# design 1

Design 1, logic cells by family:
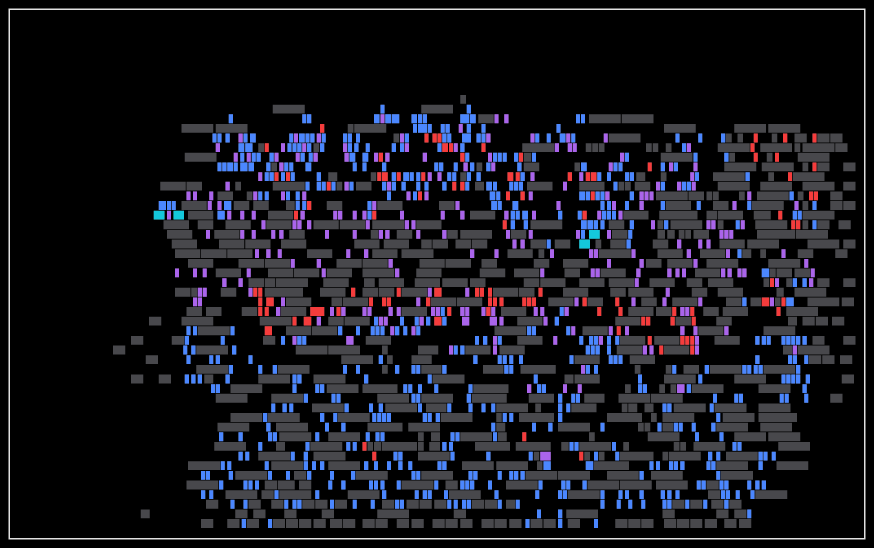

File: src/rtl/multichannel_mixer.sv
// -----------------------------------------------------------------------------
// multichannel_mixer
//
// Sequential N-into-one audio mixer. A sample strobe accepted in IDLE captures
// every channel sample and gain into shadow registers. The block then runs one
// multiply-accumulate per clock. It emits a single saturated sample, registered
// and marked by a one-cycle dout_valid pulse. It sits between the per-voice
// envelope/filter outputs and the DAC/PDM stage.
//
// State table:
//   state | meaning
//   IDLE  | waiting for sample_strobe; outputs hold the last result
//   ACCUM | one channel product added to acc per clock, ch = channel index
//   DONE  | scale acc back to sample range, saturate, publish result
//
// Parameters:
//   DATA_BITS    width of each signed sample and of dout
//   NUM_CHANNELS number of input channels (>= 2)
//   GAIN_BITS    width of each unsigned gain, Q1.(GAIN_BITS-1), unity = 2^(GAIN_BITS-1)
//
// Ports:
//   clk           system clock, rising edge
//   rst_n         asynchronous active-low reset
//   sample_strobe start a new mix (accepted only in IDLE)
//   din           packed signed samples, channel i at [i*DATA_BITS +: DATA_BITS]
//   gain          packed unsigned gains, channel i at [i*GAIN_BITS +: GAIN_BITS]
//   dout          signed mixed sample, held until the next result
//   dout_valid    one-cycle pulse when dout updates
//   busy          high from acceptance until the dout_valid cycle
//   clip          registered with dout; set when that result was saturated
//   overrun       one-cycle pulse when a strobe arrives outside IDLE
// -----------------------------------------------------------------------------
module multichannel_mixer #(
    parameter int DATA_BITS    = 12,
    parameter int NUM_CHANNELS = 4,
    parameter int GAIN_BITS    = 8
) (
    input  logic                              clk,
    input  logic                              rst_n,
    input  logic                              sample_strobe,
    input  logic [NUM_CHANNELS*DATA_BITS-1:0] din,
    input  logic [NUM_CHANNELS*GAIN_BITS-1:0] gain,
    output logic [DATA_BITS-1:0]              dout,
    output logic                              dout_valid,
    output logic                              busy,
    output logic                              clip,
    output logic                              overrun
);

    localparam int CH_W   = $clog2(NUM_CHANNELS);
    localparam int PROD_W = DATA_BITS + GAIN_BITS + 1;
    // One extra bit per doubling of the channel count makes overflow impossible.
    localparam int ACC_W  = PROD_W + CH_W;
    localparam int TOP_W  = ACC_W - DATA_BITS + 1;

    localparam logic [CH_W-1:0] LAST_CH = CH_W'(NUM_CHANNELS - 1);

    typedef enum logic [1:0] {
        IDLE  = 2'd0,
        ACCUM = 2'd1,
        DONE  = 2'd2
    } state_t;

    state_t                            state;
    logic [CH_W-1:0]                   ch;
    logic signed [ACC_W-1:0]           acc;
    logic [NUM_CHANNELS*DATA_BITS-1:0] din_lat;
    logic [NUM_CHANNELS*GAIN_BITS-1:0] gain_lat;

    logic [DATA_BITS-1:0]              din_sel;
    logic [GAIN_BITS-1:0]              gain_sel;
    logic signed [PROD_W-1:0]          prod;
    logic signed [ACC_W-1:0]           prod_ext;
    logic signed [ACC_W-1:0]           scaled;
    logic [TOP_W-1:0]                  scaled_top;
    logic                              in_range;
    logic [DATA_BITS-1:0]              sat_val;
    logic [DATA_BITS-1:0]              dout_next;

    // Current channel operands come from the shadow registers, never the live inputs.
    assign din_sel  = din_lat[ch*DATA_BITS +: DATA_BITS];
    assign gain_sel = gain_lat[ch*GAIN_BITS +: GAIN_BITS];

    // Gain is zero-extended so the multiply stays signed with an unsigned gain.
    assign prod     = $signed(din_sel) * $signed({1'b0, gain_sel});
    assign prod_ext = {{(ACC_W-PROD_W){prod[PROD_W-1]}}, prod};

    // Arithmetic shift removes the Q1.x fraction with floor rounding.
    assign scaled     = acc >>> (GAIN_BITS - 1);

    // The result fits the output only if all bits from the output sign bit upward agree.
    assign scaled_top = scaled[ACC_W-1:DATA_BITS-1];
    assign in_range   = (&scaled_top) | ~(|scaled_top);
    assign sat_val    = scaled[ACC_W-1] ? {1'b1, {(DATA_BITS-1){1'b0}}}
                                        : {1'b0, {(DATA_BITS-1){1'b1}}};
    assign dout_next  = in_range ? scaled[DATA_BITS-1:0] : sat_val;

    always_ff @(posedge clk or negedge rst_n) begin
        if (!rst_n) begin
            state      <= IDLE;
            ch         <= '0;
            acc        <= '0;
            din_lat    <= '0;
            gain_lat   <= '0;
            dout       <= '0;
            dout_valid <= 1'b0;
            busy       <= 1'b0;
            clip       <= 1'b0;
            overrun    <= 1'b0;
        end else begin
            dout_valid <= 1'b0;
            overrun    <= 1'b0;
            case (state)
                IDLE: begin
                    if (sample_strobe) begin
                        din_lat  <= din;
                        gain_lat <= gain;
                        acc      <= '0;
                        ch       <= '0;
                        busy     <= 1'b1;
                        state    <= ACCUM;
                    end
                end
                ACCUM: begin
                    acc <= acc + prod_ext;
                    if (sample_strobe) begin
                        overrun <= 1'b1;
                    end
                    if (ch == LAST_CH) begin
                        ch    <= '0;
                        state <= DONE;
                    end else begin
                        ch <= ch + 1'b1;
                    end
                end
                DONE: begin
                    dout       <= dout_next;
                    clip       <= ~in_range;
                    dout_valid <= 1'b1;
                    busy       <= 1'b0;
                    state      <= IDLE;
                    if (sample_strobe) begin
                        overrun <= 1'b1;
                    end
                end
                default: begin
                    state <= IDLE;
                    busy  <= 1'b0;
                end
            endcase
        end
    end

endmodule

File: config.mk
export PLATFORM = sky130hd
export DESIGN_NAME = multichannel_mixer
export DESIGN_NICKNAME = d
export VERILOG_FILES = /design/src/rtl/multichannel_mixer.sv
export SDC_FILE = /design/constraint.sdc
export NUM_CORES = 1
export LEC_CHECK = 0
export ABC_AREA = 1
export CAP_MARGIN = 20
export CORE_AREA = 2 2 239 147
export DETAILED_ROUTE_END_ITERATION = 7
export DIE_AREA = 0 0 241 149
export SLEW_MARGIN = 20
export SYNTH_ARGS = -nofsm -noshare
export SYNTH_HDL_FRONTEND = slang
export SYNTH_SLANG_ARGS = --single-unit
File: constraint.sdc
create_clock -name clk -period 6.7 [get_ports clk]
set_clock_uncertainty 0.2 [all_clocks]
set_input_delay 1.34 -clock clk [delete_from_list [all_inputs] [get_ports clk]]
set_output_delay 1.34 -clock clk [all_outputs]
set_load 0.005 [all_outputs]
# design 2

**config.mk**
```make
export PLATFORM = sky130hd
export DESIGN_NAME = aes_block_serializer_ctrl
export DESIGN_NICKNAME = d
export VERILOG_FILES = /design/src/rtl/aes_block_serializer_ctrl.sv
export SDC_FILE = /design/constraint.sdc
export NUM_CORES = 1
export LEC_CHECK = 0
export CORE_ASPECT_RATIO = 0.75
export CORE_MARGIN = 1.5
export CORE_UTILIZATION = 36
export CTS_CLUSTER_SIZE = 40
export DETAILED_ROUTE_END_ITERATION = 6
export GPL_TIMING_DRIVEN = 0
export PLACE_DENSITY = 0.66
export SYNTH_ARGS = -nofsm -noshare
export SYNTH_HDL_FRONTEND = slang
export SYNTH_SLANG_ARGS = --single-unit
```
**constraint.sdc**
```tcl
create_clock -name clk -period 1.7 [get_ports clk]
set_input_delay 0.255 -clock clk [delete_from_list [all_inputs] [get_ports clk]]
set_output_delay 0.255 -clock clk [all_outputs]
set_load 0.005 [all_outputs]
```
**src/rtl/aes_block_serializer_ctrl.sv**
```systemverilog
// aes_block_serializer_ctrl
// Sequencing controller for the 128-to-32 output shift register of the AES128
// datapath. It accepts one block per upstream handshake and pulses sr_load.
// It then steps the register with sr_shift while presenting WORDS words
// downstream under a valid/ready handshake. Blocks can run back-to-back with
// no bubble. The controller also supports a synchronous flush and counts
// completed blocks.

module aes_block_serializer_ctrl #(
   parameter int WORDS = 4,
   parameter int IDX_W = 2,
   parameter int CNT_W = 16
) (
   input  logic             clk,
   input  logic             reset,
   input  logic             blk_valid_in,
   output logic             blk_ready_out,
   output logic             sr_load,
   output logic             sr_shift,
   output logic             word_valid,
   input  logic             word_ready,
   output logic             word_last,
   output logic [IDX_W-1:0] word_idx,
   input  logic             flush,
   output logic             busy,
   output logic [CNT_W-1:0] blk_count
);

   typedef enum logic {
      IDLE = 1'b0,
      EMIT = 1'b1
   } state_e;

   state_e           state_q, state_d;
   logic [IDX_W-1:0] word_idx_q, word_idx_d;
   logic [CNT_W-1:0] blk_count_q, blk_count_d;

   logic at_last;
   logic word_hs;

   assign at_last = (word_idx_q == IDX_W'(WORDS - 1));
   assign word_hs = (state_q == EMIT) && word_ready;

   // State, word index and block counter registers; reset clears all three
   always_ff @(posedge clk) begin
      if (reset) begin
         state_q     <= IDLE;
         word_idx_q  <= '0;
         blk_count_q <= '0;
      end else begin
         state_q     <= state_d;
         word_idx_q  <= word_idx_d;
         blk_count_q <= blk_count_d;
      end
   end

   // Next state: flush drops the block in flight, last-word handshake counts it
   always_comb begin
      state_d     = state_q;
      word_idx_d  = word_idx_q;
      blk_count_d = blk_count_q;
      if (flush) begin
         state_d    = IDLE;
         word_idx_d = '0;
      end else begin
         case (state_q)
            IDLE: begin
               if (blk_valid_in) begin
                  state_d    = EMIT;
                  word_idx_d = '0;
               end
            end
            EMIT: begin
               if (word_hs) begin
                  if (at_last) begin
                     blk_count_d = blk_count_q + 1'b1;
                     word_idx_d  = '0;
                     state_d     = blk_valid_in ? EMIT : IDLE;
                  end else begin
                     word_idx_d = word_idx_q + 1'b1;
                  end
               end
            end
            default: begin
               state_d    = IDLE;
               word_idx_d = '0;
            end
         endcase
      end
   end

   // Strobes and handshake outputs; everything is held low while reset is high
   always_comb begin
      blk_ready_out = 1'b0;
      sr_load       = 1'b0;
      sr_shift      = 1'b0;
      word_valid    = 1'b0;
      word_last     = 1'b0;
      busy          = 1'b0;
      if (!reset) begin
         case (state_q)
            IDLE: begin
               blk_ready_out = !flush;
               sr_load       = blk_valid_in && !flush;
            end
            EMIT: begin
               word_valid = 1'b1;
               busy       = 1'b1;
               word_last  = at_last;
               if (word_hs && !flush) begin
                  if (at_last) begin
                     blk_ready_out = 1'b1;
                     sr_load       = blk_valid_in;
                  end else begin
                     sr_shift = 1'b1;
                  end
               end
            end
            default: begin
               blk_ready_out = 1'b0;
            end
         endcase
      end
   end

   assign word_idx  = word_idx_q;
   assign blk_count = blk_count_q;

endmodule

```
Design 1, routed clock nets over the placement:
Bar = 50 um.
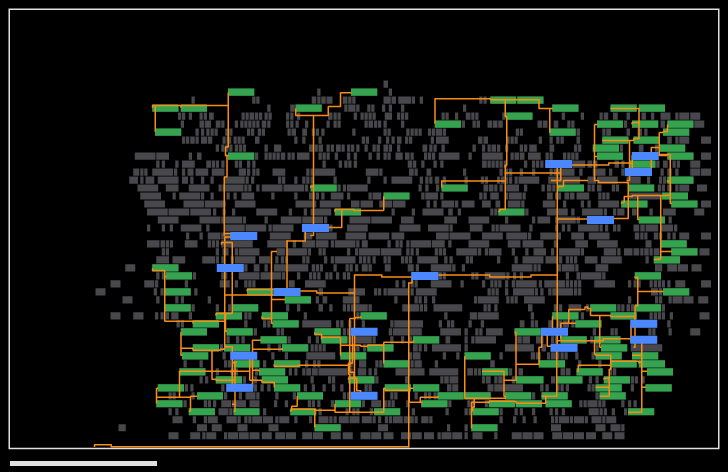
- orange: clock wires (length 2070 um)
- blue: cells driving clock nets (count 17)
- green: flip-flops (count 123)
- flops lie: spread over the die
- routed clock nets: 18

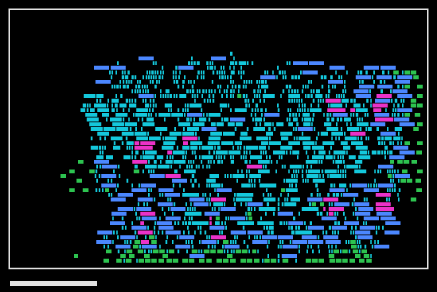
Design 1: placement by cell class
Bar = 50 um.
- green: other buffers and delay cells (cells 109; share of their area 9.0%)
- cyan: all other logic (cells 1154; share of their area 60%)
- magenta: clock drivers and dummy loads (cells 32; share of their area 5.4%)
- blue: flip-flops (cells 123; share of their area 26%)
fin area: 12400 um2
Rows: 53

About 'logic cells by family' of design 1:
- blue: NAND gates (cells 552)
- purple: inverters (cells 236)
- red: NOR gates (cells 104)
- cyan: XOR/XNOR gates (cells 4)
Commonest Layout Cell: nand2_1
filler-free cell count of the finished design: 1886
Comb/total area: 0.495

==> impl_metrics.json, design 1 <==
{
  "outcome": "complete, no violations",
  "overflow": 0,
  "dieHeight_um": 149,
  "top_area_cell": "dfrtp_1",
  "ys_sh_mux": 0,
  "synth_nets": 1552,
  "hold_buffers": 0,
  "finalSetupTns_ns": 0,
  "synth.top_cell.area_share": 0.298,
  "seq_cells": 123,
  "ys_async_sr_fraction": 1.00,
  "vias_per_cell": 4.56,
  "top_cells_by_count": "517 x nand2_1, 214 x inv_1, 123 x dfrtp_1",
  "place_ws_ns": 0.309,
  "wl_met3_um": 3200,
  "met1_usage": 0.283,
  "routedWlPerCell_um": 16.1,
  "edf_count": 0,
  "whs_endpoint": "acc[18]",
  "hold_class": "reg2reg",
  "grt_pass1_wl_um": 48500,
  "highest_layer": "met4",
  "final-nonclk-buf-share": 0.0855,
  "path_clk_slew_ns": 0.06,
  "drive_gt1_frac": 0.0677,
  "path_class": "reg2reg",
  "post_cts_buffers": 0,
  "timing.rr.start": "ch[0]"
}
-- design 1: timing repair --
action                                 CTS  global route
setup endpoints to repair                0             7
endpoints found under the hold margin    0             0
gates resized                            0             4
-- design 1: flip-flops by register name (all words and copies together) (netlist names) --
name	cells
ch	2
din_lat	48
busy	1
acc	23
dout_valid	1
overrun	1
clip	1
state	2
dout	12
gain_lat	32
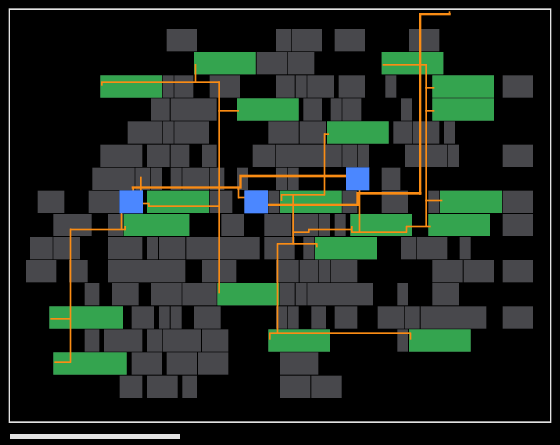
Design 2: routed clock nets over the placement
Bar = 20 um.
- orange: clock wires (length 272 um)
- blue: cells driving clock nets (count 3)
- green: flip-flops (count 19)
- flops lie: spread over the die
Setup Skew: 0.0106 ns
clk ins delay skew pair: 0.31 ns

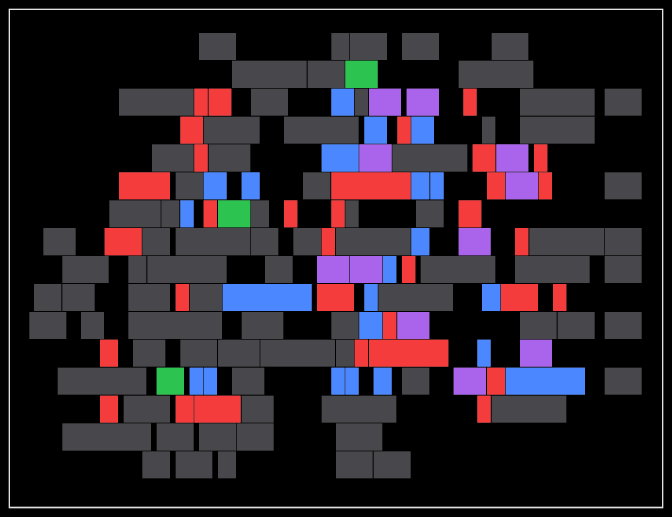
Design 2: logic cells by family
- purple: XOR/XNOR gates (cells 11)
- red: NOR gates (cells 33)
- green: AND-OR and OR-AND gates (cells 3)
- blue: NAND gates (cells 22)

==> impl_metrics.json, design 2 <==
{
  "clock_buffers": 3,
  "edf_count": 0,
  "synth.top_cell.area_share": 0.384,
  "wl_met1_um": 1100,
  "drt_wl_total_um": 2470,
  "synthCells": 109,
  "vias_per_cell": 5.07,
  "post_cts_buffers": 4,
  "die_w_um": 63.6,
  "ys_sh_xor": 0.0972,
  "relSlewSlack": 0.689,
  "routedWlPerCell_um": 13.4,
  "rows": 16,
  "buffers": 39,
  "core-area_um2": 2600,
  "cp_top_family": "flip-flops",
  "comb_cells": 84,
  "crit_start": "word_idx[0]",
  "use_met2": 0.277,
  "vias": 932,
  "simple_gate_area_frac": 0.350,
  "synth.avg_cell_area_um2": 9.09,
  "setup_viol": 0,
  "outcome": "complete, no violations",
  "layout_top_cell": "clkdlybuf4s50_1",
  "met1_usage": 0.203,
  "layout_setup_ws_ns": 0.0105,
  "finalMaxSlewViolations": 0,
  "layout.area.comb_um2": 632,
  "path_clk_slew_ns": 0.11,
  "drc": 0
}
==> design 2: flip-flops by register name (all words and copies together), names as in the netlist <==
signal / flops
blk_count: 16
state_q: 1
word_idx: 2
==> design 2: how the worst min path moves through the flow <==
| stage | to | start |
|---|---|---|
| 2_1_floorplan | word_idx[0] | flush |
| 3_3_place_gp | blk_count[1] | blk_count[1] |
| 3_5_place_dp | blk_count[1] | blk_count[1] |
| 4_1_cts | word_idx[0] | flush |
| 5_1_grt | word_idx[1] | flush |
| 6_report | word_idx[0] | flush |


==> screenshots <==
Congestion heat map.
Plate I
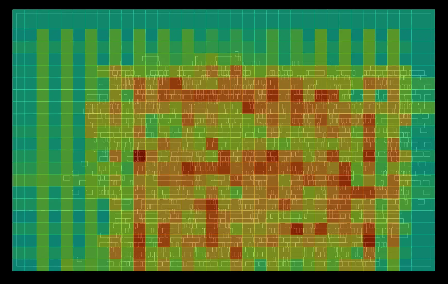
Plate II
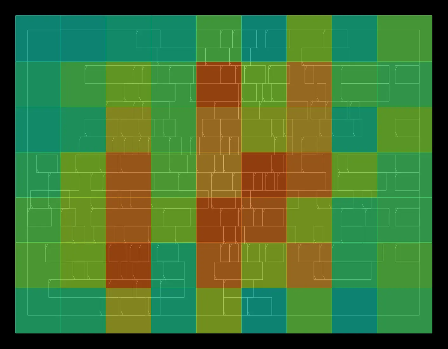
Of these, highest utilization: Plate II
- design 1 = Plate I
- design 2 = Plate II

